######## design 1 ########
File: src/rtl/mem_access_stage.sv
// mem_access_stage: M stage of the pipeline. Issues data-memory requests,
// stalls the pipeline while memory is slow, abandons a request after
// TIMEOUT_CYCLES wait cycles, and holds the M->W pipeline register.
//
// Ports
//   clk, rst               clock; synchronous active-high reset
//   *_M                    fields from the M pipeline register
//   dmem_valid/we/addr/wdata/be   data-memory request (addr word-aligned)
//   dmem_ready, dmem_rdata        memory completion and read data
//   stall_M                holds the F, D, E and M registers while high
//   *_W                    M->W pipeline register outputs
module mem_access_stage #(
  parameter int unsigned TIMEOUT_CYCLES = 255
) (
  input  logic        clk,
  input  logic        rst,
  input  logic        write_enable_RF_M,
  input  logic        write_enable_dmem_M,
  input  logic [1:0]  write_back_M,
  input  logic [31:0] alu_rsl_M,
  input  logic [31:0] imm_extended_M,
  input  logic [31:0] wd_M,
  input  logic [31:0] pc4_M,
  input  logic [4:0]  rd_M,
  input  logic [1:0]  store_sel_M,
  input  logic [2:0]  load_sel_M,
  output logic        dmem_valid,
  output logic        dmem_we,
  output logic [31:0] dmem_addr,
  output logic [31:0] dmem_wdata,
  output logic [3:0]  dmem_be,
  input  logic        dmem_ready,
  input  logic [31:0] dmem_rdata,
  output logic        stall_M,
  output logic        write_enable_RF_W,
  output logic        misalign_W,
  output logic        bus_err_W,
  output logic [1:0]  write_back_W,
  output logic [31:0] alu_rsl_W,
  output logic [31:0] read_data_W,
  output logic [31:0] imm_extended_W,
  output logic [31:0] pc4_W,
  output logic [4:0]  rd_W
);

  typedef enum logic {ST_IDLE, ST_WAIT} state_t;

  state_t     state;
  logic [7:0] wait_cnt;

  logic        is_store, is_load, mem_op;
  logic        acc_half, acc_word;
  logic        misalign, req, timeout, abandon;
  logic [7:0]  ld_byte;
  logic [15:0] ld_half;
  logic [31:0] load_data;

  // Access decode. A store takes priority over the load select if both are set.
  always_comb begin
    is_store = write_enable_dmem_M;
    is_load  = (write_back_M == 2'b01) && !write_enable_dmem_M;
    mem_op   = is_store || is_load;
    acc_half = 1'b0;
    acc_word = 1'b0;
    if (is_store) begin
      acc_half = (store_sel_M == 2'b01);
      acc_word = store_sel_M[1];
    end else begin
      acc_half = (load_sel_M == 3'b001) || (load_sel_M == 3'b101);
      acc_word = !((load_sel_M == 3'b000) || (load_sel_M == 3'b100) || acc_half);
    end
    misalign = mem_op && ((acc_half && alu_rsl_M[0]) ||
                          (acc_word && (alu_rsl_M[1:0] != 2'b00)));
  end

  // wait_cnt counts completed WAIT cycles, so the current WAIT cycle is number
  // wait_cnt+1; the timeout fires in WAIT cycle number TIMEOUT_CYCLES.
  always_comb begin
    req        = mem_op && !misalign && !rst;
    timeout    = (state == ST_WAIT) && (wait_cnt == 8'(TIMEOUT_CYCLES - 1));
    abandon    = req && timeout && !dmem_ready;
    dmem_valid = req && !abandon;
    stall_M    = req && !dmem_ready && !timeout;
  end

  // Request payload comes straight from the M register, which the stall holds
  // steady, so the payload is stable for the whole WAIT period.
  always_comb begin
    dmem_we    = dmem_valid && is_store;
    dmem_addr  = {alu_rsl_M[31:2], 2'b00};
    dmem_wdata = '0;
    dmem_be    = '1;
    if (is_store) begin
      case (store_sel_M)
        2'b00: begin
          dmem_wdata = {4{wd_M[7:0]}};
          dmem_be    = 4'b0001 << alu_rsl_M[1:0];
        end
        2'b01: begin
          dmem_wdata = {2{wd_M[15:0]}};
          dmem_be    = alu_rsl_M[1] ? 4'b1100 : 4'b0011;
        end
        default: begin
          dmem_wdata = wd_M;
          dmem_be    = 4'b1111;
        end
      endcase
    end
  end

  always_comb begin
    ld_byte = dmem_rdata[{alu_rsl_M[1:0], 3'b000} +: 8];
    ld_half = alu_rsl_M[1] ? dmem_rdata[31:16] : dmem_rdata[15:0];
    case (load_sel_M)
      3'b000:  load_data = {{24{ld_byte[7]}}, ld_byte};
      3'b001:  load_data = {{16{ld_half[15]}}, ld_half};
      3'b100:  load_data = {24'd0, ld_byte};
      3'b101:  load_data = {16'd0, ld_half};
      default: load_data = dmem_rdata;
    endcase
  end

  always_ff @(posedge clk) begin
    if (rst) begin
      state    <= ST_IDLE;
      wait_cnt <= '0;
    end else begin
      case (state)
        ST_IDLE: begin
          if (stall_M) begin
            state    <= ST_WAIT;
            wait_cnt <= '0;
          end
        end
        default: begin
          if (stall_M) wait_cnt <= wait_cnt + 8'd1;
          else         state    <= ST_IDLE;
        end
      endcase
    end
  end

  always_ff @(posedge clk) begin
    if (rst) begin
      write_enable_RF_W <= 1'b0;
      misalign_W        <= 1'b0;
      bus_err_W         <= 1'b0;
      write_back_W      <= '0;
      alu_rsl_W         <= '0;
      read_data_W       <= '0;
      imm_extended_W    <= '0;
      pc4_W             <= '0;
      rd_W              <= '0;
    end else if (stall_M) begin
      write_enable_RF_W <= 1'b0;
      misalign_W        <= 1'b0;
      bus_err_W         <= 1'b0;
    end else begin
      write_enable_RF_W <= write_enable_RF_M && !misalign && !abandon;
      misalign_W        <= misalign;
      bus_err_W         <= abandon;
      write_back_W      <= write_back_M;
      alu_rsl_W         <= alu_rsl_M;
      read_data_W       <= (is_load && req && !abandon) ? load_data : '0;
      imm_extended_W    <= imm_extended_M;
      pc4_W             <= pc4_M;
      rd_W              <= rd_M;
    end
  end

endmodule

File: config.mk
export PLATFORM = sky130hd
export DESIGN_NAME = mem_access_stage
export DESIGN_NICKNAME = d
export VERILOG_FILES = /design/src/rtl/mem_access_stage.sv
export SDC_FILE = /design/constraint.sdc
export NUM_CORES = 1
export LEC_CHECK = 0
export CAP_MARGIN = 20
export CORE_AREA = 5 5 149 151
export CTS_CLUSTER_DIAMETER = 60
export DETAILED_ROUTE_END_ITERATION = 12
export DIE_AREA = 0 0 154 156
export GPL_TIMING_DRIVEN = 1
export PLACE_DENSITY_LB_ADDON = 0.2
export SLEW_MARGIN = 0
export SYNTH_ARGS = -nofsm -noshare
export SYNTH_HDL_FRONTEND = slang
export SYNTH_SLANG_ARGS = --single-unit
File: constraint.sdc
create_clock -name clk -period 2.1 [get_ports clk]
set_clock_uncertainty 0.05 [all_clocks]
set_input_delay 0.42 -clock clk [delete_from_list [all_inputs] [get_ports clk]]
set_output_delay 0.42 -clock clk [all_outputs]
set_load 0.05 [all_outputs]
Fig. 1: design 1, cell sizes after repair
(3 px per um)
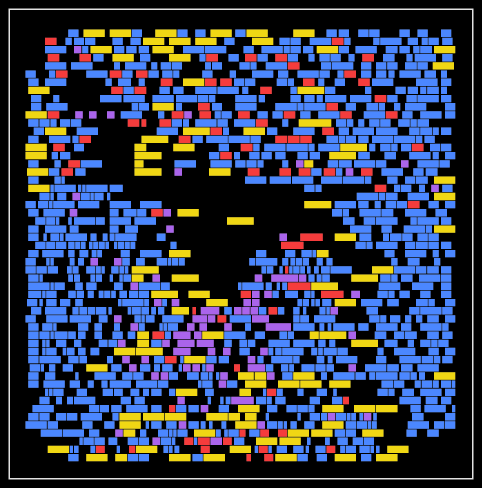
[drive 2] red | cells: 84 | share: 7.3%
[drive 6 and up] yellow | cells: 111 | share: 9.7%
[drive 1 or less] blue | cells: 875 | share: 76%
[drive 3 to 4] purple | cells: 78 | share: 6.8%

Fig. 2: design 1, gate families picked out
(3 px per um)
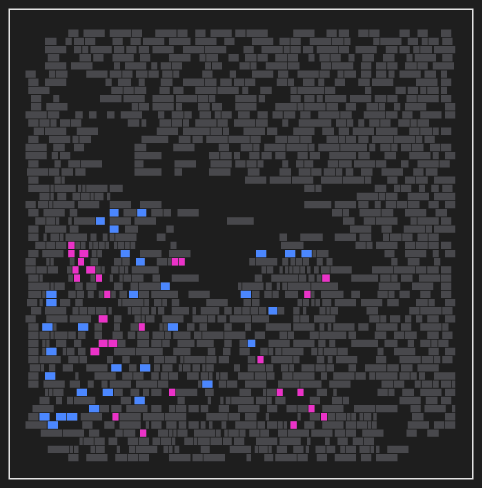
[AND-OR and OR-AND gates] blue | cells: 32
[AND and OR gates] magenta | cells: 27

Fig. 3: design 1, ports around the boundary
(3 px per um) Pins as bars across the die edge, other pins in grey.
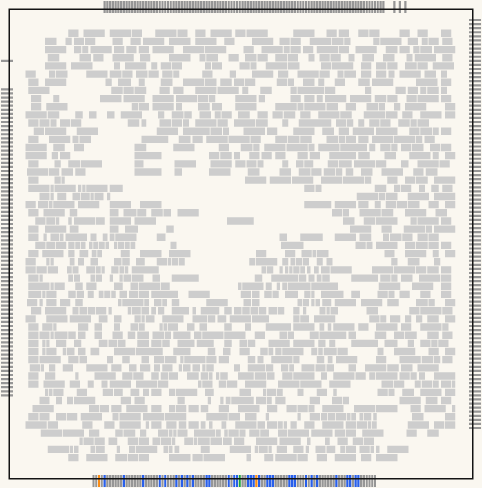
[store_sel_M] orange | pins: 2 | direction: input | edge: south
[wd_M] blue | pins: 32 | direction: input | edge: south
[dmem_we] green | pins: 1 | direction: output | edge: south
all pins by edge: 105 north, 103 south, 101 east, 77 west
Die Wd: 154 um
die height: 156 um

==> GITHUB_STEP_SUMMARY <==
## PnR job results

| Metric | Value |
|---|---|
| Status | `finished, violations left` |
| Post-Syn Area | `7200 um2` |
| Post-Route WL | `25500 um` |
| Setup violators final | `2` |
| Mux area share | `17.8%` |
| Worst-margin pin slew | `around 0.66 ns` |
| CP required | `1.63 ns` |
| Vias in the first global route | `6868` |
| Gate power share | `29.7%` |
| Crit path depth | `7` |
| IO Port Bufs | `383` |
| Synth area leaders | `dfxtp_1 41%, mux2_2 8.9%, nor2b_1 8.9%` |
| Failing checks | `negative setup slack` |
| Final Worst Setup Slack | `-0.0309 ns` |
| Largest net degree at the start of global routing | `around 70` |
| Total net switching power | `0.00282 W` |
| Seq group | `0.00300 W` |
| Nets | `1314` |
layout by cell type (no fill, tap or decap), drive strengths merged, types with 4 or more instances in the layout:
cell type	n
a21oi	35
a22o	8
a32o	20
and2	9
and3	4
and3b	6
buf	146
clkbuf	18
clkdlybuf4s50	282
clkinv	4
dfxtp	147
dlygate4sd2	6
dlymetal6s2s	10
inv	32
mux2	98
mux2i	18
nand2	28
nand2b	14
nand3	7
nand3b	7
nand4	14
nor2	42
nor2b	102
nor4	6
o211ai	12
o21ai	20
o31ai	7
o32ai	8
or3	7

######## design 2 ########
Fig. 4: design 2, ports around the boundary
(3 px per um) Pins as bars across the die edge, other pins in grey.
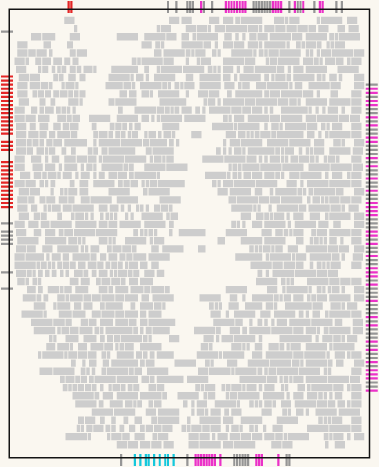
Fig. 5: design 2, placed standard cells
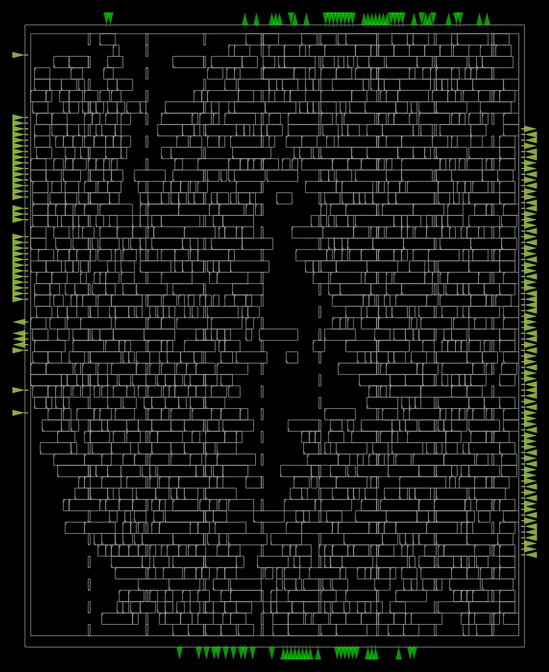
Fig. 6: design 2, nets reached from selected ports
(2 px per um)
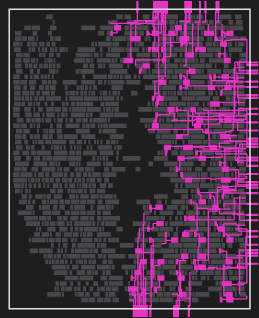
<file path="src/rtl/axis_packet_forwarder.sv">
// axis_packet_forwarder: streams one buffered packet out as AXI-Stream, one buffer word per beat.
// Read data lands in a 2-entry skid FIFO whose head drives the stream outputs directly.
module axis_packet_forwarder #(
  parameter int SN_FWD_DATA_WIDTH = 64,
  parameter int SN_FWD_ADDR_WIDTH = 9,
  parameter int PLEN_WIDTH        = 32
) (
  input  logic                           clk,
  input  logic                           rst,
  input  logic                           packet_avail,
  input  logic [PLEN_WIDTH-1:0]          byte_length,
  output logic                           fwd_rd_en,
  output logic [SN_FWD_ADDR_WIDTH-1:0]   fwd_rd_addr,
  input  logic [SN_FWD_DATA_WIDTH-1:0]   fwd_rd_data,
  output logic                           fwd_done,
  output logic [SN_FWD_DATA_WIDTH-1:0]   m_axis_tdata,
  output logic [SN_FWD_DATA_WIDTH/8-1:0] m_axis_tkeep,
  output logic                           m_axis_tlast,
  output logic                           m_axis_tvalid,
  input  logic                           m_axis_tready
);

  localparam int BYTES = SN_FWD_DATA_WIDTH / 8;
  localparam int SHIFT = $clog2(BYTES);
  localparam int CW    = SN_FWD_ADDR_WIDTH + 1;
  localparam int LW    = PLEN_WIDTH + 1;

  typedef enum logic [1:0] {IDLE, STREAM, DONE} state_t;

  typedef struct packed {
    logic                         last;
    logic [BYTES-1:0]             keep;
    logic [SN_FWD_DATA_WIDTH-1:0] data;
  } beat_t;

  state_t                       state;
  logic [CW-1:0]                nwords;
  logic [CW-1:0]                rd_cnt;
  logic [SN_FWD_ADDR_WIDTH-1:0] addr;
  logic [BYTES-1:0]             last_keep;
  logic                         inflight;
  logic                         inflight_last;
  logic                         head_valid;
  logic                         spare_valid;
  beat_t                        head;
  beat_t                        spare;
  beat_t                        incoming;

  logic [LW-1:0]                words_raw;
  logic                         clamp;
  logic [CW-1:0]                nwords_next;
  logic [PLEN_WIDTH-1:0]        rem;
  logic [BYTES-1:0]             keep_next;
  logic                         pop;
  logic                         issue;
  logic [1:0]                   occ;

  // Length decode: word count rounded up and clamped to the buffer depth, plus last-beat keep.
  always_comb begin
    words_raw   = ({1'b0, byte_length} + LW'(BYTES - 1)) >> SHIFT;
    clamp       = words_raw > (LW'(1) << SN_FWD_ADDR_WIDTH);
    nwords_next = clamp ? (CW'(1) << SN_FWD_ADDR_WIDTH) : CW'(words_raw);
    rem         = byte_length & PLEN_WIDTH'(BYTES - 1);
    keep_next   = (rem == '0 || clamp) ? '1 : ~({BYTES{1'b1}} << rem);
  end

  // A read is allowed only if its returning word is guaranteed a FIFO slot; a beat leaving
  // this cycle frees one, which keeps the stream gap-free when the sink never stalls.
  always_comb begin
    pop           = head_valid & m_axis_tready;
    occ           = 2'(inflight) + 2'(head_valid) + 2'(spare_valid);
    issue         = (state == STREAM) && (rd_cnt < nwords) && ((occ < 2'd2) || pop);
    incoming.data = fwd_rd_data;
    incoming.last = inflight_last;
    incoming.keep = inflight_last ? last_keep : '1;
  end

  assign fwd_rd_en     = issue;
  assign fwd_rd_addr   = addr;
  assign m_axis_tvalid = head_valid;
  assign m_axis_tdata  = head.data;
  assign m_axis_tkeep  = head.keep;
  assign m_axis_tlast  = head.last;

  always_ff @(posedge clk) begin
    if (rst) begin
      state         <= IDLE;
      nwords        <= '0;
      rd_cnt        <= '0;
      addr          <= '0;
      last_keep     <= '0;
      inflight      <= 1'b0;
      inflight_last <= 1'b0;
      head_valid    <= 1'b0;
      spare_valid   <= 1'b0;
      head          <= '0;
      spare         <= '0;
      fwd_done      <= 1'b0;
    end else begin
      fwd_done      <= 1'b0;
      inflight      <= issue;
      inflight_last <= issue && (rd_cnt == nwords - CW'(1));
      unique case (state)
        IDLE: begin
          if (packet_avail) begin
            nwords    <= nwords_next;
            last_keep <= keep_next;
            rd_cnt    <= '0;
            addr      <= '0;
            if (nwords_next == '0) begin
              state    <= DONE;
              fwd_done <= 1'b1;
            end else begin
              state <= STREAM;
            end
          end
        end
        STREAM: begin
          // The address stops at the final word rather than running one past it.
          if (issue) begin
            rd_cnt <= rd_cnt + CW'(1);
            if (rd_cnt + CW'(1) < nwords) addr <= addr + SN_FWD_ADDR_WIDTH'(1);
          end
          if (pop) begin
            if (spare_valid) begin
              head        <= spare;
              spare       <= incoming;
              spare_valid <= inflight;
            end else begin
              head       <= incoming;
              head_valid <= inflight;
            end
          end else if (!head_valid) begin
            head       <= incoming;
            head_valid <= inflight;
          end else if (inflight) begin
            spare       <= incoming;
            spare_valid <= 1'b1;
          end
          if (pop && head.last) begin
            state       <= DONE;
            fwd_done    <= 1'b1;
            head_valid  <= 1'b0;
            spare_valid <= 1'b0;
          end
        end
        DONE: state <= IDLE;
        default: state <= IDLE;
      endcase
    end
  end

endmodule

</file>
<file path="config.mk">
export PLATFORM = sky130hd
export DESIGN_NAME = axis_packet_forwarder
export DESIGN_NICKNAME = d
export VERILOG_FILES = /design/src/rtl/axis_packet_forwarder.sv
export SDC_FILE = /design/constraint.sdc
export NUM_CORES = 1
export LEC_CHECK = 0
export CAP_MARGIN = 10
export CORE_ASPECT_RATIO = 1.25
export CORE_UTILIZATION = 53
export CTS_CLUSTER_SIZE = 24
export DETAILED_ROUTE_END_ITERATION = 16
export HOLD_SLACK_MARGIN = 0.12
export PLACE_DENSITY = 0.87
export SETUP_SLACK_MARGIN = 0.1
export SYNTH_ARGS = -nofsm -noshare
export SYNTH_HDL_FRONTEND = slang
export SYNTH_SLANG_ARGS = --single-unit
</file>
<file path="constraint.sdc">
create_clock -name clk -period 7.85 [get_ports clk]
set_input_delay 1.57 -clock clk [delete_from_list [all_inputs] [get_ports clk]]
set_output_delay 1.57 -clock clk [all_outputs]
set_load 0.03 [all_outputs]
</file>
==> GITHUB_STEP_SUMMARY <==
## PnR job results

| Metric | Value |
|---|---|
| CTS Root Cell | `clkbuf_16` |
| Warnings, synthesis | `0` |
| DR vias/cell | `5.82` |
| Total net switching power | `0.000664 W` |
| Switching Share | `approximately 29%` |
| Crit path depth | `6` |
| Combinational Area | `about 5000 um2` |
| Gate power share | `15.2%` |
| Gpl congestion | `just over 0.9` |
| CTS H-tree depth | `4` |
| Biggest Area Class | `multi-input combinational cells` |
| Synth Instances | `1105` |
| Reg area | `3800 um2` |
| Share of layout cells above drive strength 1 | `5.37%` |
| Mux area share | `~8%` |
| Reg clk slew, reported paths | `0.08 ns` |
| Final ANT Viol Nets | `0` |
| Worst Path Buf+Inv | `3` |
| Num CTS Buffers | `17` |
| MaxCap Viol Count | `0` |
| Static Leak | `about 4.6 nW` |
| CP required | `about 6.3 ns` |
| Post-Syn Area | `just over 9000 um2` |
| Reg-to-reg startpoint | `rd_cnt[2]$_SDFFE_PP0P_` |
| AO/OA Area Share | `19.1%` |
| Ordered list of cells on the worst path | `clkdlybuf4s50_1 -> a21oi_1 -> a2111o_1 -> o21bai_1 -> inv_1 -> clkdlybuf4s50_1` |
| Top Metal Used | `met4` |
| Clock-cell share of area | `5.56%` |
| Seq group | `0.00102 W` |
| Max reg flops | `~73` |
| Vias in the first global route | `between 7000 and 8000` |
| First-pass GRT wire length | `37800 um` |
| Initial DRC Count | `838` |
| Non-clk buf share | `between 10% and 20%` |
| Cycle use final | `between 70 and 80%` |
| Seq_cells | `roughly 190` |
| Non-Clock Buffer Count | `~190` |
| CTS tree | `done` |
| Simple-Gate Fraction of Synth Area | `20.4%` |
| Logic inverters | `24` |
| Worst setup path class | `in2out` |
| Status | `complete, no violations` |
| Post-CTS setup buffer count | `0` |
| Tap Cells | `220` |
| Mean Syn Cell Area | `8.29 um2` |
## Picture notes: Fig. 4
[byte_length] red | pins: 32 | direction: input | edge: 30 west, 2 north
[fwd_rd_addr] cyan | pins: 9 | direction: output | edge: south
[fwd_rd_data] magenta | pins: 64 | direction: input | edge: 34 east, 17 north, 13 south
all pins by edge: 76 east, 39 north, 38 west, 32 south

## Picture notes: Fig. 5
Seq/total area: 32.5%
Fill cells: 1289
Final Util: 69.5%
Finished Layout Cells: 1468
row cnt: 53

## Picture notes: Fig. 6
[fwd_rd_data] magenta | bits: 64 | direction: input | edge: 34 east, 17 north, 13 south | end cells: 128 | buffers: 64 | wire: 2420 um
IO Port Bufs: 184
IO Count: 185

## per-stage QoR
stage / setup slack (ns) / cells / total power, W / utilization [%] / cell area (um2)
2_1_floorplan: 3.41 / 1105 / 0.00123 / - / 9160
3_3_place_gp: 2.30 / 1436 / 0.00138 / 65.6 / 11000
3_5_place_dp: 2.29 / 1436 / 0.00139 / 65.6 / 11000
4_1_cts: 2.26 / 1468 / 0.00230 / 69.4 / 11700
5_1_grt: 2.11 / 1468 / 0.00237 / 69.5 / 11700
6_report: 2.23 / 1468 / 0.00229 / 69.5 / 11700

######## design 3 ########
## src/rtl/add_pkg.sv

```systemverilog
// Shared types and widths for the 4-bit adder responder.
package add_pkg;

  localparam int ADD_W = 4;
  localparam int SUM_W = ADD_W + 1;

  typedef logic [SUM_W-1:0] sum_t;

  typedef struct packed {
    logic             carry;
    logic [ADD_W-1:0] sum_lo;
  } add_rsp_t;

endpackage

```

## src/rtl/add_rsp_fifo.sv

```systemverilog
// Generic synchronous FIFO with an occupancy counter, asynchronous active-low
// reset and synchronous flush. The read data is the head entry, so it is
// stable until that entry is popped.
module add_rsp_fifo #(
  parameter int DEPTH = 4,
  parameter int DW    = 5
) (
  input  logic                     clk,
  input  logic                     rst_n,
  input  logic                     flush,
  input  logic                     push,
  input  logic [DW-1:0]            wdata,
  input  logic                     pop,
  output logic [DW-1:0]            rdata,
  output logic                     full,
  output logic                     empty,
  output logic [$clog2(DEPTH):0]   level
);

  localparam int AW = $clog2(DEPTH);

  logic [DW-1:0] mem_r [DEPTH];
  logic [AW-1:0] wr_ptr_r;
  logic [AW-1:0] rd_ptr_r;
  logic [AW:0]   level_r;
  logic          full_s;
  logic          empty_s;
  logic          push_ok_s;
  logic          pop_ok_s;

  assign full_s    = (level_r == (AW+1)'(DEPTH));
  assign empty_s   = (level_r == (AW+1)'(0));
  assign push_ok_s = push && !full_s && !flush;
  assign pop_ok_s  = pop && !empty_s && !flush;

  // Pointer and occupancy bookkeeping; flush overrides any push or pop.
  always_ff @(posedge clk or negedge rst_n) begin
    if (!rst_n) begin
      wr_ptr_r <= '0;
      rd_ptr_r <= '0;
      level_r  <= '0;
    end else if (flush) begin
      wr_ptr_r <= '0;
      rd_ptr_r <= '0;
      level_r  <= '0;
    end else begin
      if (push_ok_s) begin
        wr_ptr_r <= wr_ptr_r + AW'(1);
      end
      if (pop_ok_s) begin
        rd_ptr_r <= rd_ptr_r + AW'(1);
      end
      case ({push_ok_s, pop_ok_s})
        2'b10:   level_r <= level_r + (AW+1)'(1);
        2'b01:   level_r <= level_r - (AW+1)'(1);
        default: level_r <= level_r;
      endcase
    end
  end

  // Storage; cleared on reset so the head reads zero straight out of reset.
  always_ff @(posedge clk or negedge rst_n) begin
    if (!rst_n) begin
      for (int i = 0; i < DEPTH; i++) begin
        mem_r[i] <= '0;
      end
    end else if (push_ok_s) begin
      mem_r[wr_ptr_r] <= wdata;
    end
  end

  assign rdata = mem_r[rd_ptr_r];
  assign full  = full_s;
  assign empty = empty_s;
  assign level = level_r;

endmodule

```

## src/rtl/add_rsp_unit.sv

```systemverilog
// Responder for the adder operand interface: accepts (a, b) pairs, queues the
// full-width sum and returns it over a valid/ready handshake, counting pops.
module add_rsp_unit
  import add_pkg::*;
#(
  parameter int WIDTH = ADD_W,
  parameter int DEPTH = 4,
  parameter int CNT_W = 8
) (
  input  logic                     clk,
  input  logic                     rst_n,
  input  logic                     in_valid,
  output logic                     in_ready,
  input  logic [WIDTH-1:0]         in_a,
  input  logic [WIDTH-1:0]         in_b,
  input  logic                     flush,
  output logic                     out_valid,
  input  logic                     out_ready,
  output logic [WIDTH:0]           out_sum,
  output logic                     out_carry,
  output logic [CNT_W-1:0]         txn_cnt,
  output logic [$clog2(DEPTH):0]   level
);

  logic [WIDTH:0]   sum_s;
  logic [WIDTH:0]   head_s;
  logic             full_s;
  logic             empty_s;
  logic             pop_s;
  logic [CNT_W-1:0] txn_cnt_r;

  // Sum at WIDTH+1 bits so the carry is never truncated.
  assign sum_s = {1'b0, in_a} + {1'b0, in_b};

  add_rsp_fifo #(
    .DEPTH (DEPTH),
    .DW    (WIDTH + 1)
  ) u_fifo (
    .clk   (clk),
    .rst_n (rst_n),
    .flush (flush),
    .push  (in_valid),
    .wdata (sum_s),
    .pop   (out_ready),
    .rdata (head_s),
    .full  (full_s),
    .empty (empty_s),
    .level (level)
  );

  // in_ready depends only on registered occupancy, never on out_ready.
  assign in_ready  = !full_s;
  assign out_valid = !empty_s;
  assign out_sum   = head_s;
  assign out_carry = head_s[WIDTH];

  // A pop coinciding with a flush is discarded and does not count.
  assign pop_s = out_valid && out_ready && !flush;

  // Completed-transaction counter, saturating at all-ones.
  always_ff @(posedge clk or negedge rst_n) begin
    if (!rst_n) begin
      txn_cnt_r <= '0;
    end else if (pop_s && (txn_cnt_r != {CNT_W{1'b1}})) begin
      txn_cnt_r <= txn_cnt_r + CNT_W'(1);
    end
  end

  assign txn_cnt = txn_cnt_r;

endmodule

```

## config.mk

```make
export PLATFORM = sky130hd
export DESIGN_NAME = add_rsp_unit
export DESIGN_NICKNAME = d
export VERILOG_FILES = /design/src/rtl/add_pkg.sv /design/src/rtl/add_rsp_fifo.sv /design/src/rtl/add_rsp_unit.sv
export SDC_FILE = /design/constraint.sdc
export NUM_CORES = 1
export LEC_CHECK = 0
export ABC_AREA = 0
export CAP_MARGIN = 0
export CORE_MARGIN = 3
export CORE_UTILIZATION = 53
export CTS_CLUSTER_SIZE = 40
export DETAILED_ROUTE_END_ITERATION = 8
export PLACE_DENSITY_LB_ADDON = 0.25
export SYNTH_ARGS = -nofsm -noshare
export SYNTH_HDL_FRONTEND = slang
export SYNTH_SLANG_ARGS = --single-unit
```

## constraint.sdc

```tcl
create_clock -name clk -period 4.15 [get_ports clk]
set_clock_uncertainty 0.15 [all_clocks]
set_input_delay 0.6225 -clock clk [delete_from_list [all_inputs] [get_ports clk]]
set_output_delay 0.6225 -clock clk [all_outputs]
set_load 0.02 [all_outputs]
```

Fig. 7: design 3, gate families picked out
(8 px per um)
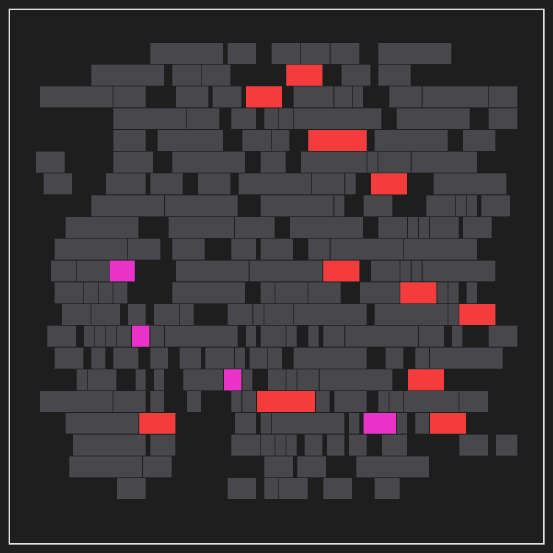
[adder and majority cells] red | cells: 11
[AND and OR gates] magenta | cells: 4
fraction of area in multi-input gates: 41.0%
Commonest Layout Cell: dfrtp_1
Finished Layout Cells: 250

## cells by family (layout without fill, tap and decap cells)
group	Yosys count	after routing	share of synthesized area, %
and+or+nand+nor	48	48	13.2
xor gates and xnor gates	10	10	4.50
AOI/OAI and AO/OA	15	15	4.88
muxes	31	31	20.4
DFF	35	35	45.0
adders and majority gates	11	11	7.84
buffers and inverters	20	54	4.24
## flip-flops by register name, indices dropped and copies added, names as in the netlist
name             count
txn_cnt              8
u_fifo.level         3
u_fifo.wr_ptr_r      2
u_fifo.rd_ptr_r      2
u_fifo.mem_r        20
==> GITHUB_STEP_SUMMARY <==
## PnR job results

| Metric | Value |
|---|---|
| Switching Share | `32.2%` |
| Largest net degree at the start of global routing | `36` |
| Finished Cell Area | `between 2000 and 2500 um2` |
| Worst Path Buf+Inv | `1` |
| CP required | `around 3.4 ns` |
| Static Leak | `roughly 1.1 nW` |
| Top pwr grp | `registers` |
| Status | `complete, no violations` |
| Diodes inserted | `0` |
| Synth Instances | `approximately 170` |
| Initial DRC Count | `78` |
| Dominant Register Cell | `dfrtp_1` |
| Clock Buffer Count | `6` |
| Setup crit end kind | `output pin` |
| Fill cells | `257` |
| Crit-path max cell delay | `0.60 ns` |
| Initial antenna violation count | `0` |
| Met2 Usage GRT | `34.8%` |
| Post-synth net total | `between 150 and 200` |
| Ordered list of cells on the worst path | `mux4_2 -> clkdlybuf4s50_1` |
| WHS Endpoint | `u_fifo.mem_r[10]$_DFFE_PN0P_` |
| #MultiIn Comb | `115` |
| Top Layout Cells | `35 x dfrtp_1, 31 x clkdlybuf4s50_1, 19 x mux2_2` |
| Yosys Chip Area | `between 1500 and 2000 um2` |
| CTS tree | `done` |
| RSZ-0062 raised after global routing | `no` |
| Final TNS setup | `0 ns` |
| Cell Area, Placed | `about 2300 um2` |
| WL per Instance | `16.1 um` |
| Reg2Reg Depth | `8` |
| Max clock buf depth | `2` |
| Remaining DRCs | `0` |

######## design 4 ########
==> config.mk <==
export PLATFORM = sky130hd
export DESIGN_NAME = timer_counter_array
export DESIGN_NICKNAME = d
export VERILOG_FILES = /design/src/rtl/timer_counter_array.sv
export SDC_FILE = /design/constraint.sdc
export NUM_CORES = 1
export LEC_CHECK = 0
export ABC_AREA = 1
export ABC_CLOCK_PERIOD_IN_PS = 3550
export CAP_MARGIN = 25
export CORE_MARGIN = 3
export CORE_UTILIZATION = 50
export DETAILED_ROUTE_END_ITERATION = 12
export PLACE_DENSITY = 0.68
export RECOVER_POWER = 100
export SKIP_LAST_GASP = 1
export SYNTH_ARGS = -nofsm -noshare
export SYNTH_HDL_FRONTEND = slang
export SYNTH_SLANG_ARGS = --single-unit
export TNS_END_PERCENT = 1
==> constraint.sdc <==
create_clock -name clk_i -period 3.55 [get_ports clk_i]
set_clock_uncertainty 0.2 [all_clocks]
set_input_delay 0.71 -clock clk_i [delete_from_list [all_inputs] [get_ports clk_i]]
set_output_delay 0.71 -clock clk_i [all_outputs]
set_load 0.03 [all_outputs]
==> src/rtl/timer_counter_array.sv <==
// rtl/timer_counter_array.sv - memory-mapped multi-channel prescaled timer with compare and sticky irq
module timer_counter_array #(
  parameter int NUM_CH  = 2,
  parameter int CNT_W   = 32,
  parameter int PRESC_W = 16
) (
  input  logic              clk_i,
  input  logic              rst_ni,
  input  logic              sel_i,
  input  logic              we_i,
  input  logic [5:0]        addr_i,
  input  logic [31:0]       data_i,
  output logic [31:0]       data_o,
  output logic [NUM_CH-1:0] irq_o
);

  localparam logic [1:0] REG_CTRL  = 2'd0;
  localparam logic [1:0] REG_PRESC = 2'd1;
  localparam logic [1:0] REG_CMP   = 2'd2;
  localparam logic [1:0] REG_CNT   = 2'd3;

  logic        wr_en;
  logic [1:0]  reg_sel;
  logic [31:0] rd_val [NUM_CH];
  logic        unused_addr;

  assign wr_en       = sel_i & we_i;
  assign reg_sel     = addr_i[3:2];
  assign unused_addr = ^addr_i[1:0];

  for (genvar c = 0; c < NUM_CH; c++) begin : g_ch
    logic               en, mode, ie, iflag;
    logic [PRESC_W-1:0] presc, p;
    logic [CNT_W-1:0]   cmp, cnt;
    logic               wr_ch, wr_ctrl, wr_presc, wr_cmp, wr_cnt;
    logic               tick, match;

    assign wr_ch    = wr_en && (addr_i[5:4] == 2'(c));
    assign wr_ctrl  = wr_ch && (reg_sel == REG_CTRL);
    assign wr_presc = wr_ch && (reg_sel == REG_PRESC);
    assign wr_cmp   = wr_ch && (reg_sel == REG_CMP);
    assign wr_cnt   = wr_ch && (reg_sel == REG_CNT);

    assign tick  = en && (p == presc);
    // A CNT write suppresses the compare on the same edge.
    assign match = tick && (cnt == cmp) && !wr_cnt;

    always_ff @(posedge clk_i or negedge rst_ni) begin
      if (!rst_ni) begin
        en    <= 1'b0;
        mode  <= 1'b0;
        ie    <= 1'b0;
        iflag <= 1'b0;
        presc <= '0;
        cmp   <= '1;
        cnt   <= '0;
        p     <= '0;
      end else begin
        if (wr_presc || wr_cnt || (wr_ctrl && data_i[0] && !en)) p <= '0;
        else if (tick)                                           p <= '0;
        else if (en)                                             p <= p + 1'b1;

        if (wr_cnt)    cnt <= data_i[CNT_W-1:0];
        else if (tick) cnt <= (cnt == cmp) ? '0 : cnt + 1'b1;

        if (wr_presc) presc <= data_i[PRESC_W-1:0];
        if (wr_cmp)   cmp   <= data_i[CNT_W-1:0];

        // Software EN write beats the one-shot auto-disable.
        if (wr_ctrl) begin
          en   <= data_i[0];
          mode <= data_i[1];
          ie   <= data_i[2];
        end else if (match && mode) begin
          en <= 1'b0;
        end

        // Hardware set beats software clear so no event is lost.
        if (match)                       iflag <= 1'b1;
        else if (wr_ctrl && data_i[3])   iflag <= 1'b0;
      end
    end

    assign irq_o[c] = iflag & ie;

    assign rd_val[c] = (reg_sel == REG_CTRL)  ? {28'd0, iflag, ie, mode, en} :
                       (reg_sel == REG_PRESC) ? 32'(presc) :
                       (reg_sel == REG_CMP)   ? 32'(cmp)   :
                                                32'(cnt);
  end

  always_comb begin
    data_o = '0;
    if (sel_i && !we_i) begin
      for (int c = 0; c < NUM_CH; c++) begin
        if (addr_i[5:4] == 2'(c)) data_o = rd_val[c];
      end
    end
  end

endmodule
Fig. 8: design 4, placed standard cells
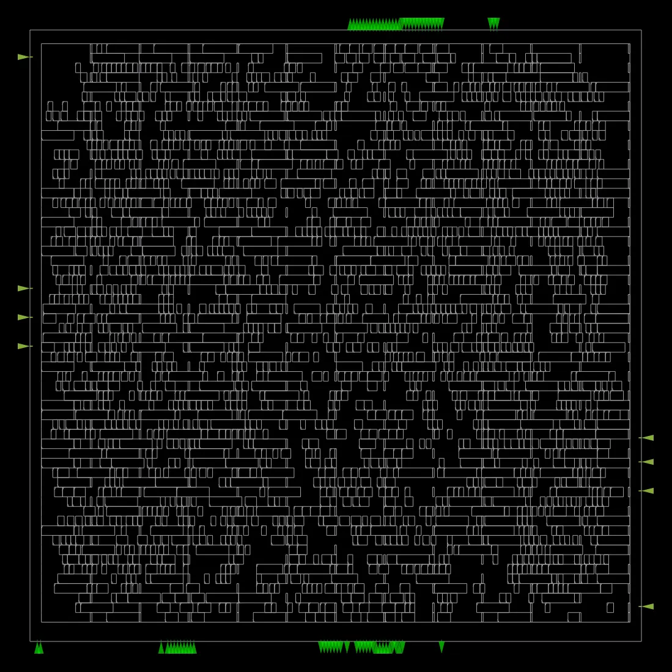
row cnt: 60
Placeable Area: 27100 um2
Seq/total area: 32.3%

==> GITHUB_STEP_SUMMARY <==
## PnR job results

| Metric | Value |
|---|---|
| Status | `finished, violations left` |
| Failing checks | `max-capacitance violations, max-slew violations, negative setup slack` |
| Top cell type by total area after synthesis | `dfrtp_1` |
| Max Slew Vio Count | `85` |
| Critical path origin | `addr_i[2]` |
| Fmax | `282 MHz` |
| Fill cells | `around 2600` |
| Worst r2r dst | `g_ch[0].cnt[0]$_DFFE_PN0P_` |
| Finished Layout Cells | `2617` |
| MaxCap Viol Count | `1` |
| Final Worst Setup Slack | `-0.00223 ns` |
| Met2 Usage GRT | `between 40% and 50%` |
| Non-clk buf share | `7.20%` |
| RSZ-0062 raised after global routing | `yes` |
| Seq_cells | `200` |
| Setup violators final | `2` |
| GRT overflow | `0` |
| Top Metal Used | `met4` |
| Warnings, synthesis | `0` |
| Reg2Reg Depth | `12` |
| Yosys cell count | `between 2000 and 2500` |
| #MultiIn Comb | `~1500` |
| CTS tree | `done` |
| Pwr Density | `550 nW/um2` |
| Commonest cells post-synth | `772 x nand2_1, 333 x inv_1, 185 x nand3_1` |
| Die Wd | `173 um` |
| Biggest Area Class | `multi-input combinational cells` |
| Worst VDD drop | `0.388 mV` |
| Total power | `0.00865 W` |
[worst max-delay path, stage by stage]
cell and delay [ns]:
clkdlybuf4s50_1 0.52, buf_4 0.15, nand2_1 0.22, buf_4 0.28, o22ai_1 0.25, nand2_1 0.10, a21oi_1 0.21, buf_4 0.20
[cells by family after synthesis]
logic type | after synthesis | share of synthesized area (%)
AOI/OAI and AO/OA | 268 | 10.7
xor gates and xnor gates | 74 | 4.67
adders and majority gates | 4 | 0.361
buffers and inverters | 424 | 11.9
DFF | 200 | 36.7
and+or+nand+nor | 1195 | 35.6

######## design 5 ########
Fig. 9: design 5, placed standard cells
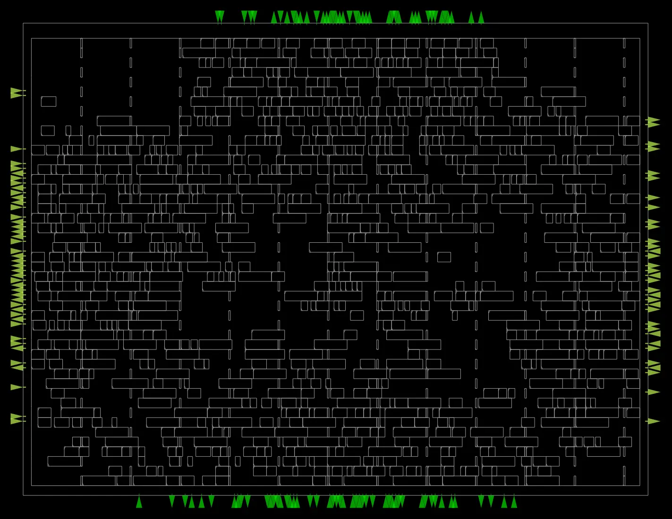
Fig. 10: design 5, ports around the boundary
(3 px per um) Pins as bars across the die edge, other pins in grey.
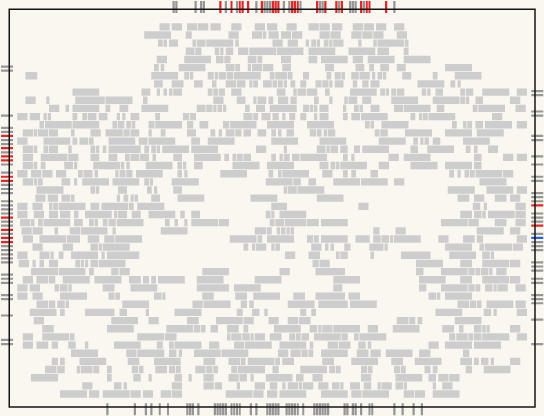
**config.mk**
```make
export PLATFORM = sky130hd
export DESIGN_NAME = fetch_ctrl
export DESIGN_NICKNAME = d
export VERILOG_FILES = /design/src/rtl/fetch_ctrl.sv
export SDC_FILE = /design/constraint.sdc
export NUM_CORES = 1
export LEC_CHECK = 0
export ABC_CLOCK_PERIOD_IN_PS = 6000
export CELL_PAD_IN_SITES_DETAIL_PLACEMENT = 0
export CELL_PAD_IN_SITES_GLOBAL_PLACEMENT = 1
export CORE_ASPECT_RATIO = 0.75
export CORE_MARGIN = 2
export CORE_UTILIZATION = 35
export CTS_BUF_LIST = sky130_fd_sc_hd__clkbuf_4 sky130_fd_sc_hd__clkbuf_8 sky130_fd_sc_hd__clkbuf_16
export DETAILED_ROUTE_END_ITERATION = 6
export GPL_ROUTABILITY_DRIVEN = 1
export GPL_TIMING_DRIVEN = 0
export HOLD_SLACK_MARGIN = 0.1
export PLACE_DENSITY = 0.87
export REMOVE_ABC_BUFFERS = 1
export SLEW_MARGIN = 25
export SYNTH_ARGS = -nofsm -noshare
export SYNTH_HDL_FRONTEND = slang
export SYNTH_SLANG_ARGS = --single-unit
```
**constraint.sdc**
```tcl
create_clock -name clk -period 6 [get_ports clk]
set_input_delay 1.5 -clock clk [delete_from_list [all_inputs] [get_ports clk]]
set_output_delay 1.5 -clock clk [all_outputs]
set_load 0.03 [all_outputs]
```
**src/rtl/fetch_ctrl.sv**
```systemverilog
// Instruction fetch controller: PC register, imem handshake FSM and the IF/ID pipeline register.
// Define FETCH_CTRL_PERF_EN to add the perf_fetch_cnt / perf_stall_cnt counter outputs.
module fetch_ctrl #(
  parameter logic [31:0] RESET_PC  = 32'h0000_0000,
  parameter logic [31:0] NOP_INSTR = 32'h0000_0000
) (
  input  logic        clk,
  input  logic        rst,
  input  logic        ex_mem_pc_src,
  input  logic [31:0] ex_mem_npc,
  input  logic        id_stall,
  output logic        imem_req,
  output logic [31:0] imem_addr,
  input  logic        imem_ack,
  input  logic [31:0] imem_rdata,
  output logic [31:0] if_id_instr,
  output logic [31:0] if_id_npc,
  output logic        if_id_valid
`ifdef FETCH_CTRL_PERF_EN
  ,
  output logic [31:0] perf_fetch_cnt,
  output logic [31:0] perf_stall_cnt
`endif
);

  typedef enum logic [1:0] {IDLE, REQ, HOLD, DRAIN} state_t;

  state_t      state, state_nxt;
  logic [31:0] pc, pc_nxt, pc_plus4;
  logic [31:0] buf_instr, buf_instr_nxt;
  logic [31:0] buf_npc, buf_npc_nxt;
  logic [31:0] if_id_instr_nxt, if_id_npc_nxt;
  logic        if_id_valid_nxt;

  assign pc_plus4  = pc + 32'd4;
  // Both outputs come straight from registers, so a redirect reaches memory one edge later.
  assign imem_req  = (state == REQ);
  assign imem_addr = pc;

  // NOTE: every variable is defaulted to its held value first, so no path through the case infers a latch.
  always_comb begin
    state_nxt       = state;
    pc_nxt          = pc;
    buf_instr_nxt   = buf_instr;
    buf_npc_nxt     = buf_npc;
    if_id_instr_nxt = if_id_instr;
    if_id_npc_nxt   = if_id_npc;
    if_id_valid_nxt = if_id_valid;

    case (state)
      IDLE: state_nxt = REQ;
      REQ: begin
        if (imem_ack) begin
          pc_nxt = pc_plus4;
          if (id_stall) begin
            buf_instr_nxt = imem_rdata;
            buf_npc_nxt   = pc_plus4;
            state_nxt     = HOLD;
          end else begin
            if_id_instr_nxt = imem_rdata;
            if_id_npc_nxt   = pc_plus4;
            if_id_valid_nxt = 1'b1;
          end
        end else if (!id_stall) begin
          if_id_instr_nxt = NOP_INSTR;
          if_id_valid_nxt = 1'b0;
        end
      end
      HOLD: begin
        if (!id_stall) begin
          if_id_instr_nxt = buf_instr;
          if_id_npc_nxt   = buf_npc;
          if_id_valid_nxt = 1'b1;
          state_nxt       = REQ;
        end
      end
      DRAIN: if (imem_ack) state_nxt = REQ;
      default: state_nxt = IDLE;
    endcase

    // Redirect overrides everything above; an unanswered request must be drained first.
    if (ex_mem_pc_src) begin
      pc_nxt          = ex_mem_npc;
      if_id_instr_nxt = NOP_INSTR;
      if_id_npc_nxt   = 32'h0;
      if_id_valid_nxt = 1'b0;
      state_nxt       = ((state == REQ || state == DRAIN) && !imem_ack) ? DRAIN : REQ;
    end
  end

  // NOTE: sequential state uses non-blocking assignments so all registers update together on the edge.
  always_ff @(posedge clk or posedge rst) begin
    if (rst) begin
      state       <= IDLE;
      pc          <= RESET_PC;
      buf_instr   <= NOP_INSTR;
      buf_npc     <= 32'h0;
      if_id_instr <= NOP_INSTR;
      if_id_npc   <= 32'h0;
      if_id_valid <= 1'b0;
    end else begin
      state       <= state_nxt;
      pc          <= pc_nxt;
      buf_instr   <= buf_instr_nxt;
      buf_npc     <= buf_npc_nxt;
      if_id_instr <= if_id_instr_nxt;
      if_id_npc   <= if_id_npc_nxt;
      if_id_valid <= if_id_valid_nxt;
    end
  end

`ifdef FETCH_CTRL_PERF_EN
  logic fetch_load;
  logic stall_cycle;

  assign fetch_load  = !ex_mem_pc_src && !id_stall &&
                       ((state == REQ && imem_ack) || state == HOLD);
  assign stall_cycle = (imem_req && !imem_ack) || (state == HOLD);

  always_ff @(posedge clk or posedge rst) begin
    if (rst) begin
      perf_fetch_cnt <= 32'h0;
      perf_stall_cnt <= 32'h0;
    end else begin
      if (fetch_load)  perf_fetch_cnt <= perf_fetch_cnt + 32'd1;
      if (stall_cycle) perf_stall_cnt <= perf_stall_cnt + 32'd1;
    end
  end
`endif

endmodule

```
==> GITHUB_STEP_SUMMARY <==
## PnR job results

| Metric | Value |
|---|---|
| Share of layout cells above drive strength 1 | `10.4%` |
| Warnings, synthesis | `0` |
| Met1 Usage GRT | `27.6%` |
| Sequential share of power | `43.7%` |
| Worst Hold Margin | `0.473 ns` |
| Worst r2r dst | `if_id_npc[30]$_DFFE_PP0P_` |
| WHS Endpoint | `if_id_instr[19]$_DFFE_PP0P_` |
| Worst VDD drop | `about 0.18 mV` |
| Dominant Register Cell | `dfrtp_1` |
| Commonest Layout Cell | `clkdlybuf4s50_1` |
| Worst EP arrival | `4.26 ns` |
| Most frequent cell after synthesis | `dfrtp_1` |
| Seq/total area | `approximately two fifths` |
| Die Wd | `approximately 170 um` |
| Status | `complete, no violations` |
| Max clock buf depth | `2` |
| Latency at later pin | `0.43 ns` |
| Non-clk buf share | `18.0%` |
| Initial antenna violation count | `0` |
| Layout area overhead | `34.7%` |
| Starting Density | `36.0%` |
| Final ANT Viol Nets | `0` |
| Adders+Majority by Area | `0.163%` |
| CTS-repair resized insts | `0` |
| Num CTS Buffers | `17` |
| Top Metal Used | `met4` |
| Area share, top type | `between 50% and 60%` |
| Vias in the first global route | `6000` |
| Post-Route WL | `20800 um` |
| First-pass GRT wire length | `33600 um` |
| Commonest cells post-synth | `163 x dfrtp_1, 119 x nand2_1, 70 x o21ai_0` |
| #FFs+latches synth | `163` |
| XOR Share, Synth | `6.29%` |
## Picture notes: Fig. 9
Final Util: 48.4%
Placeable Area: 21300 um2
Tap Cells: 288
row cnt: 46

## Picture notes: Fig. 10
[imem_addr] red | pins: 32 | direction: output | edge: 20 north, 10 west, 2 east
[id_stall] blue | pins: 1 | direction: input | edge: east
all pins by edge: 49 south, 43 west, 42 north, 33 east

==> metrics by stage <==
stage / setup slack [ns] / instance area (um2)
2_1_floorplan: 0.0950 / 7420
3_3_place_gp: -3.60 / 9440
3_5_place_dp: 1.73 / 9690
4_1_cts: 2.16 / 10300
5_1_grt: 1.88 / 10300
6_report: 2.08 / 10300
==> critical path, stage by stage <==
cell and delay, ns:
buf_2 0.49, nand2_1 0.75, a21o_1 0.46, nor2_1 0.66, o21ai_0 0.18, o21ai_0 0.19

######## design 6 ########
Fig. 11: design 6, placed standard cells
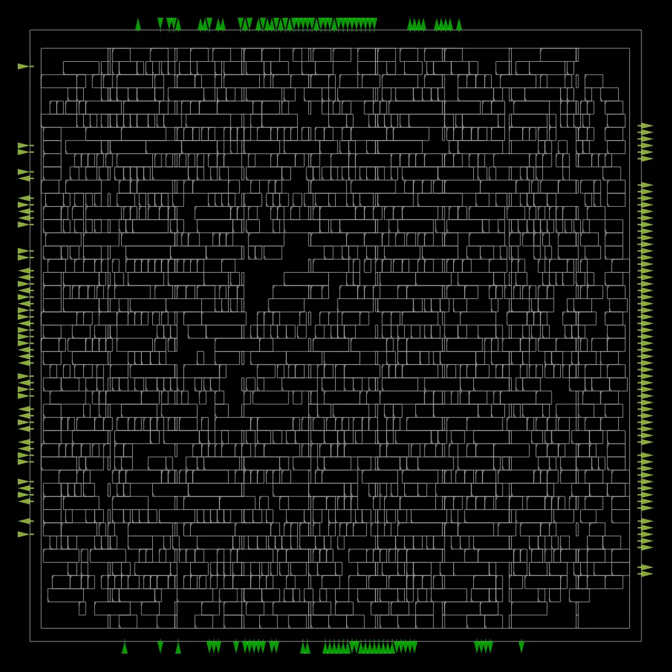
Fig. 12: design 6, nets reached from selected ports
(2 px per um)
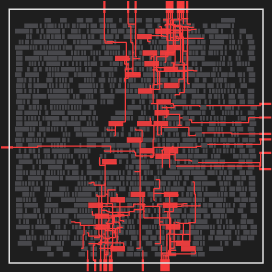
Fig. 13: design 6, cell sizes after repair
(4 px per um)
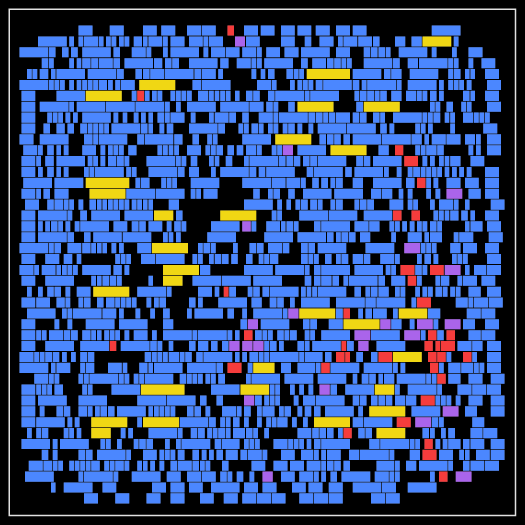
### src/rtl/fetch_pkg.sv
// fetch_pkg: shared widths, fetch buffer entry type, FSM states and the PC legality helper
package fetch_pkg;
  localparam int PC_W = 32;
  localparam int INSTR_W = 32;
  typedef struct packed {
    logic [PC_W-1:0]    pc;
    logic [INSTR_W-1:0] instr;
  } fetch_entry_t;
  typedef enum logic {RUN, FAULT} fetch_state_e;
  function automatic logic pc_legal(logic [PC_W-1:0] pc, logic [PC_W-1:0] limit);
    return (pc[1:0] == 2'b00) && (pc < limit);
  endfunction
endpackage

### src/rtl/fetch_buffer.sv
// fetch_buffer: 2-entry FIFO of fetch entries (clk, rst, push, pop, flush, din -> full, empty, head); flush beats push
module fetch_buffer
  import fetch_pkg::*;
#(
  parameter int BUF_DEPTH = 2
) (
  input  logic         clk,
  input  logic         rst,
  input  logic         push,
  input  logic         pop,
  input  logic         flush,
  input  fetch_entry_t din,
  output logic         full,
  output logic         empty,
  output fetch_entry_t head
);
  localparam logic [1:0] FULL_CNT = 2'(BUF_DEPTH);
  fetch_entry_t e0_q, e0_d, e1_q, e1_d;
  logic [1:0] cnt_q, cnt_d;
  // e0 is always the head; e1 only matters when two entries are held
  always_comb begin
    cnt_d = flush ? 2'd0 : cnt_q + {1'b0, push} - {1'b0, pop};
    e0_d  = pop ? ((cnt_q == 2'd2) ? e1_q : din) : ((cnt_q == 2'd0) ? din : e0_q);
    e1_d  = push ? din : e1_q;
  end
  always_ff @(posedge clk) begin
    if (rst) begin
      cnt_q <= 2'd0;
      e0_q  <= '0;
      e1_q  <= '0;
    end else begin
      cnt_q <= cnt_d;
      e0_q  <= e0_d;
      e1_q  <= e1_d;
    end
  end
  assign full  = cnt_q == FULL_CNT;
  assign empty = cnt_q == 2'd0;
  assign head  = e0_q;
endmodule

### src/rtl/instruction_fetch_unit.sv
// instruction_fetch_unit: PC, imem address, 2-entry fetch buffer to decode (valid/ready), redirects and sticky PC fault
module instruction_fetch_unit
  import fetch_pkg::*;
#(
  parameter logic [31:0] RESET_PC  = 32'h0000_0000,
  parameter int          MEM_WORDS = 64,
  parameter int          BUF_DEPTH = 2
) (
  input  logic        clk,
  input  logic        rst,
  output logic [31:0] imem_addr,
  input  logic [31:0] imem_instr,
  input  logic        redirect_valid,
  input  logic [31:0] redirect_pc,
  output logic        out_valid,
  input  logic        out_ready,
  output logic [31:0] out_instr,
  output logic [31:0] out_pc,
  output logic [31:0] out_pc_plus4,
  output logic        fault
);
  localparam logic [PC_W-1:0] PC_LIMIT = PC_W'(MEM_WORDS * 4);
  fetch_state_e state_q, state_d;
  logic [PC_W-1:0] pc_q, pc_d;
  logic legal, pop, fetch_en, full, empty;
  fetch_entry_t head;
  fetch_buffer #(.BUF_DEPTH(BUF_DEPTH)) u_buf (
    .clk  (clk),
    .rst  (rst),
    .push (fetch_en),
    .pop  (pop),
    .flush(redirect_valid),
    .din  ('{pc: pc_q, instr: imem_instr}),
    .full (full),
    .empty(empty),
    .head (head)
  );
  // a redirect decides the next state from its target, so an illegal target faults directly
  always_comb begin
    legal    = pc_legal(pc_q, PC_LIMIT);
    pop      = !empty && out_ready;
    fetch_en = (state_q == RUN) && legal && (!full || pop) && !redirect_valid;
    state_d  = redirect_valid ? (pc_legal(redirect_pc, PC_LIMIT) ? RUN : FAULT) :
               ((state_q == RUN) && !legal) ? FAULT : state_q;
    pc_d     = redirect_valid ? redirect_pc : fetch_en ? pc_q + 32'd4 : pc_q;
  end
  always_ff @(posedge clk) begin
    if (rst) begin
      state_q <= RUN;
      pc_q    <= RESET_PC;
    end else begin
      state_q <= state_d;
      pc_q    <= pc_d;
    end
  end
  assign imem_addr    = pc_q;
  assign out_valid    = !empty;
  assign out_instr    = empty ? '0 : head.instr;
  assign out_pc       = empty ? '0 : head.pc;
  assign out_pc_plus4 = out_pc + 32'd4;
  assign fault        = state_q == FAULT;
endmodule

### config.mk
export PLATFORM = sky130hd
export DESIGN_NAME = instruction_fetch_unit
export DESIGN_NICKNAME = d
export VERILOG_FILES = /design/src/rtl/fetch_pkg.sv /design/src/rtl/fetch_buffer.sv /design/src/rtl/instruction_fetch_unit.sv
export SDC_FILE = /design/constraint.sdc
export NUM_CORES = 1
export LEC_CHECK = 0
export ABC_AREA = 1
export CAP_MARGIN = 30
export CORE_MARGIN = 2
export CORE_UTILIZATION = 54
export DETAILED_ROUTE_END_ITERATION = 10
export PLACE_DENSITY_LB_ADDON = 0.15
export SLEW_MARGIN = 25
export SYNTH_ARGS = -nofsm -noshare
export SYNTH_HDL_FRONTEND = slang
export SYNTH_SLANG_ARGS = --single-unit
### constraint.sdc
create_clock -name clk -period 6.3 [get_ports clk]
set_input_delay 1.575 -clock clk [delete_from_list [all_inputs] [get_ports clk]]
set_output_delay 1.575 -clock clk [all_outputs]
set_load 0.01 [all_outputs]
==> GITHUB_STEP_SUMMARY <==
## PnR job results

| Metric | Value |
|---|---|
| Status | `complete, no violations` |
| Mean Syn Cell Area | `6.87 um2` |
| Remaining DRCs | `0` |
| HP Class | `reg2reg` |
| Top cell type by total area after synthesis | `dfxtp_1` |
| Gpl congestion | `0.927` |
| Num CTS Buffers | `17` |
| Synth area leaders | `dfxtp_1 40%, nand2_1 9.8%, nor2_1 8.5%` |
| Met1 Usage GRT | `34.6%` |
| Log Warnings | `28` |
| Post-Route WL | `22000 um` |
| Ordered list of cells on the worst path | `nor2_4 -> buf_4 -> nor2_1 -> ha_1 -> nand3_1 -> nor2_4 -> nand2_4 -> nor2_4 -> xor2_1 -> clkdlybuf4s50_1` |
| Fmax | `213 MHz` |
| Cycle use final | `74.6%` |
| Post-Syn Area | `8060 um2` |
| Most frequent cell after synthesis | `nand2_1` |
| Synth Instances | `around 1200` |
| Setup slack, reg-to-reg | `3.02 ns` |
| Post-CTS setup buffer count | `0` |
| Worst Path Buf+Inv | `2` |
| DR vias/cell | `around 5.2` |
| GRT overflow | `0` |
| Final ANT Viol Nets | `0` |
| Max clock buf depth | `2` |
| CTS H-tree depth | `4` |
| First-pass GRT wire length | `35600 um` |
| Commonest cells post-synth | `210 x nand2_1, 183 x nor2_1, 163 x dfxtp_1` |
| Clock Buffer Count | `22` |
| Critical path origin | `u_buf.cnt_q[1]$_SDFF_PP0_` |
| Most Crowded Layer GR | `met2` |
| Reg clk slew, reported paths | `around 0.060 ns` |
| CTS tree | `done` |
| Routed wl met3 | `1350 um` |
| Worst Hold Margin | `0.435 ns` |
| Number of distinct library cells after synthesis | `34` |
| Worst VDD drop | `0.207 mV` |
| MaxCap Viol Count | `0` |
| Die height | `126 um` |
| Gate power share | `8.2%` |
| Vias in the first global route | `between 7000 and 8000` |
| Setup crit end kind | `output pin` |
## Picture notes: Fig. 11
Placeable Area: 14500 um2
Fill cells: 1243
Tap Cells: 184
seq_cells: 163
row cnt: 44

## Picture notes: Fig. 12
[imem_addr] red | bits: 32 | direction: output | edge: 13 south, 12 north, 6 east, 1 west | end cells: 32 | buffers: 32 | wire: 2050 um
IO Port Bufs: 197
IO Count: 198

## Picture notes: Fig. 13
[drive 1 or less] blue | cells: 1249 | share: 93%
[drive 3 to 4] purple | cells: 23 | share: 1.7%
[drive 6 and up] yellow | cells: 30 | share: 2.2%
[drive 2] red | cells: 37 | share: 2.8%
Finished Cell Area: 10600 um2
Layout area overhead: 32.0%

## metrics by stage
step	area (um2)	power, W	util (%)	worst slack [ns]	std cells
after floorplan	8060	0.00120	-	2.40	1174
after CTS	10600	0.00235	73.2	1.57	1523
final	10600	0.00235	73.2	1.60	1523
after global routing	10600	0.00242	73.2	1.44	1523
after detailed placement	10000	0.00130	68.9	1.79	1492
after global placement	10000	0.00130	68.8	1.83	1491
## flip-flops by register name, indices dropped and copies added, names as in the netlist
name / count
u_buf.e1_q: 64
u_buf.head: 64
imem_addr: 32
u_buf.cnt_q: 2
fault: 1


==> layout pictures side by side <==
Cell sizes after repair.
image #1
(8 px per um)
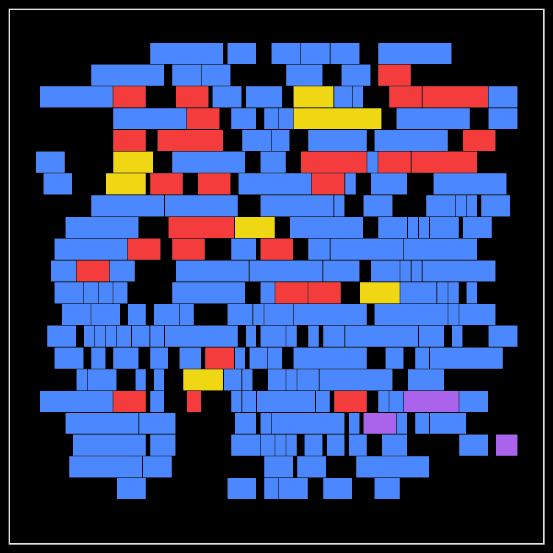
image #2
(3 px per um)
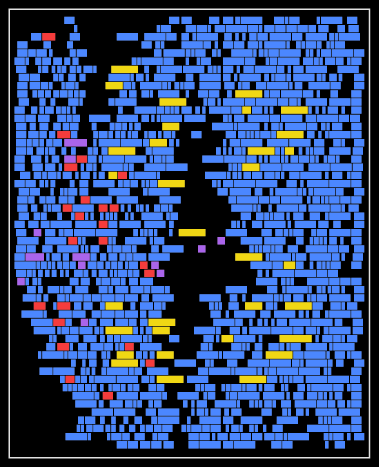
image #3
(3 px per um)
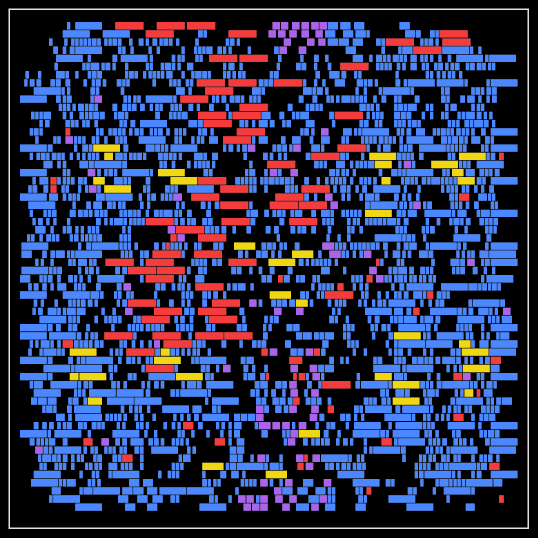
image #4
(3 px per um)
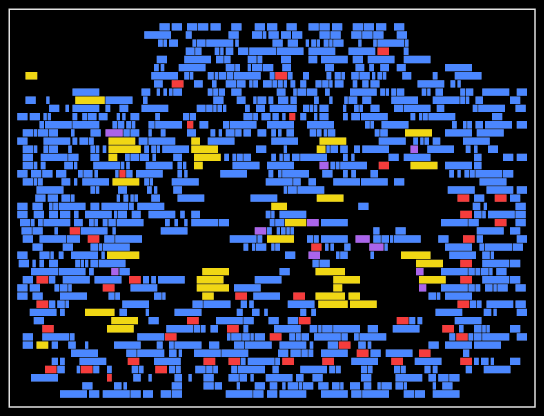
- most cells: image #3
- image #4 = design 5
- image #2 = design 2
- image #1 = design 3
- image #3 = design 4

Power and IR drop assume default switching activity.
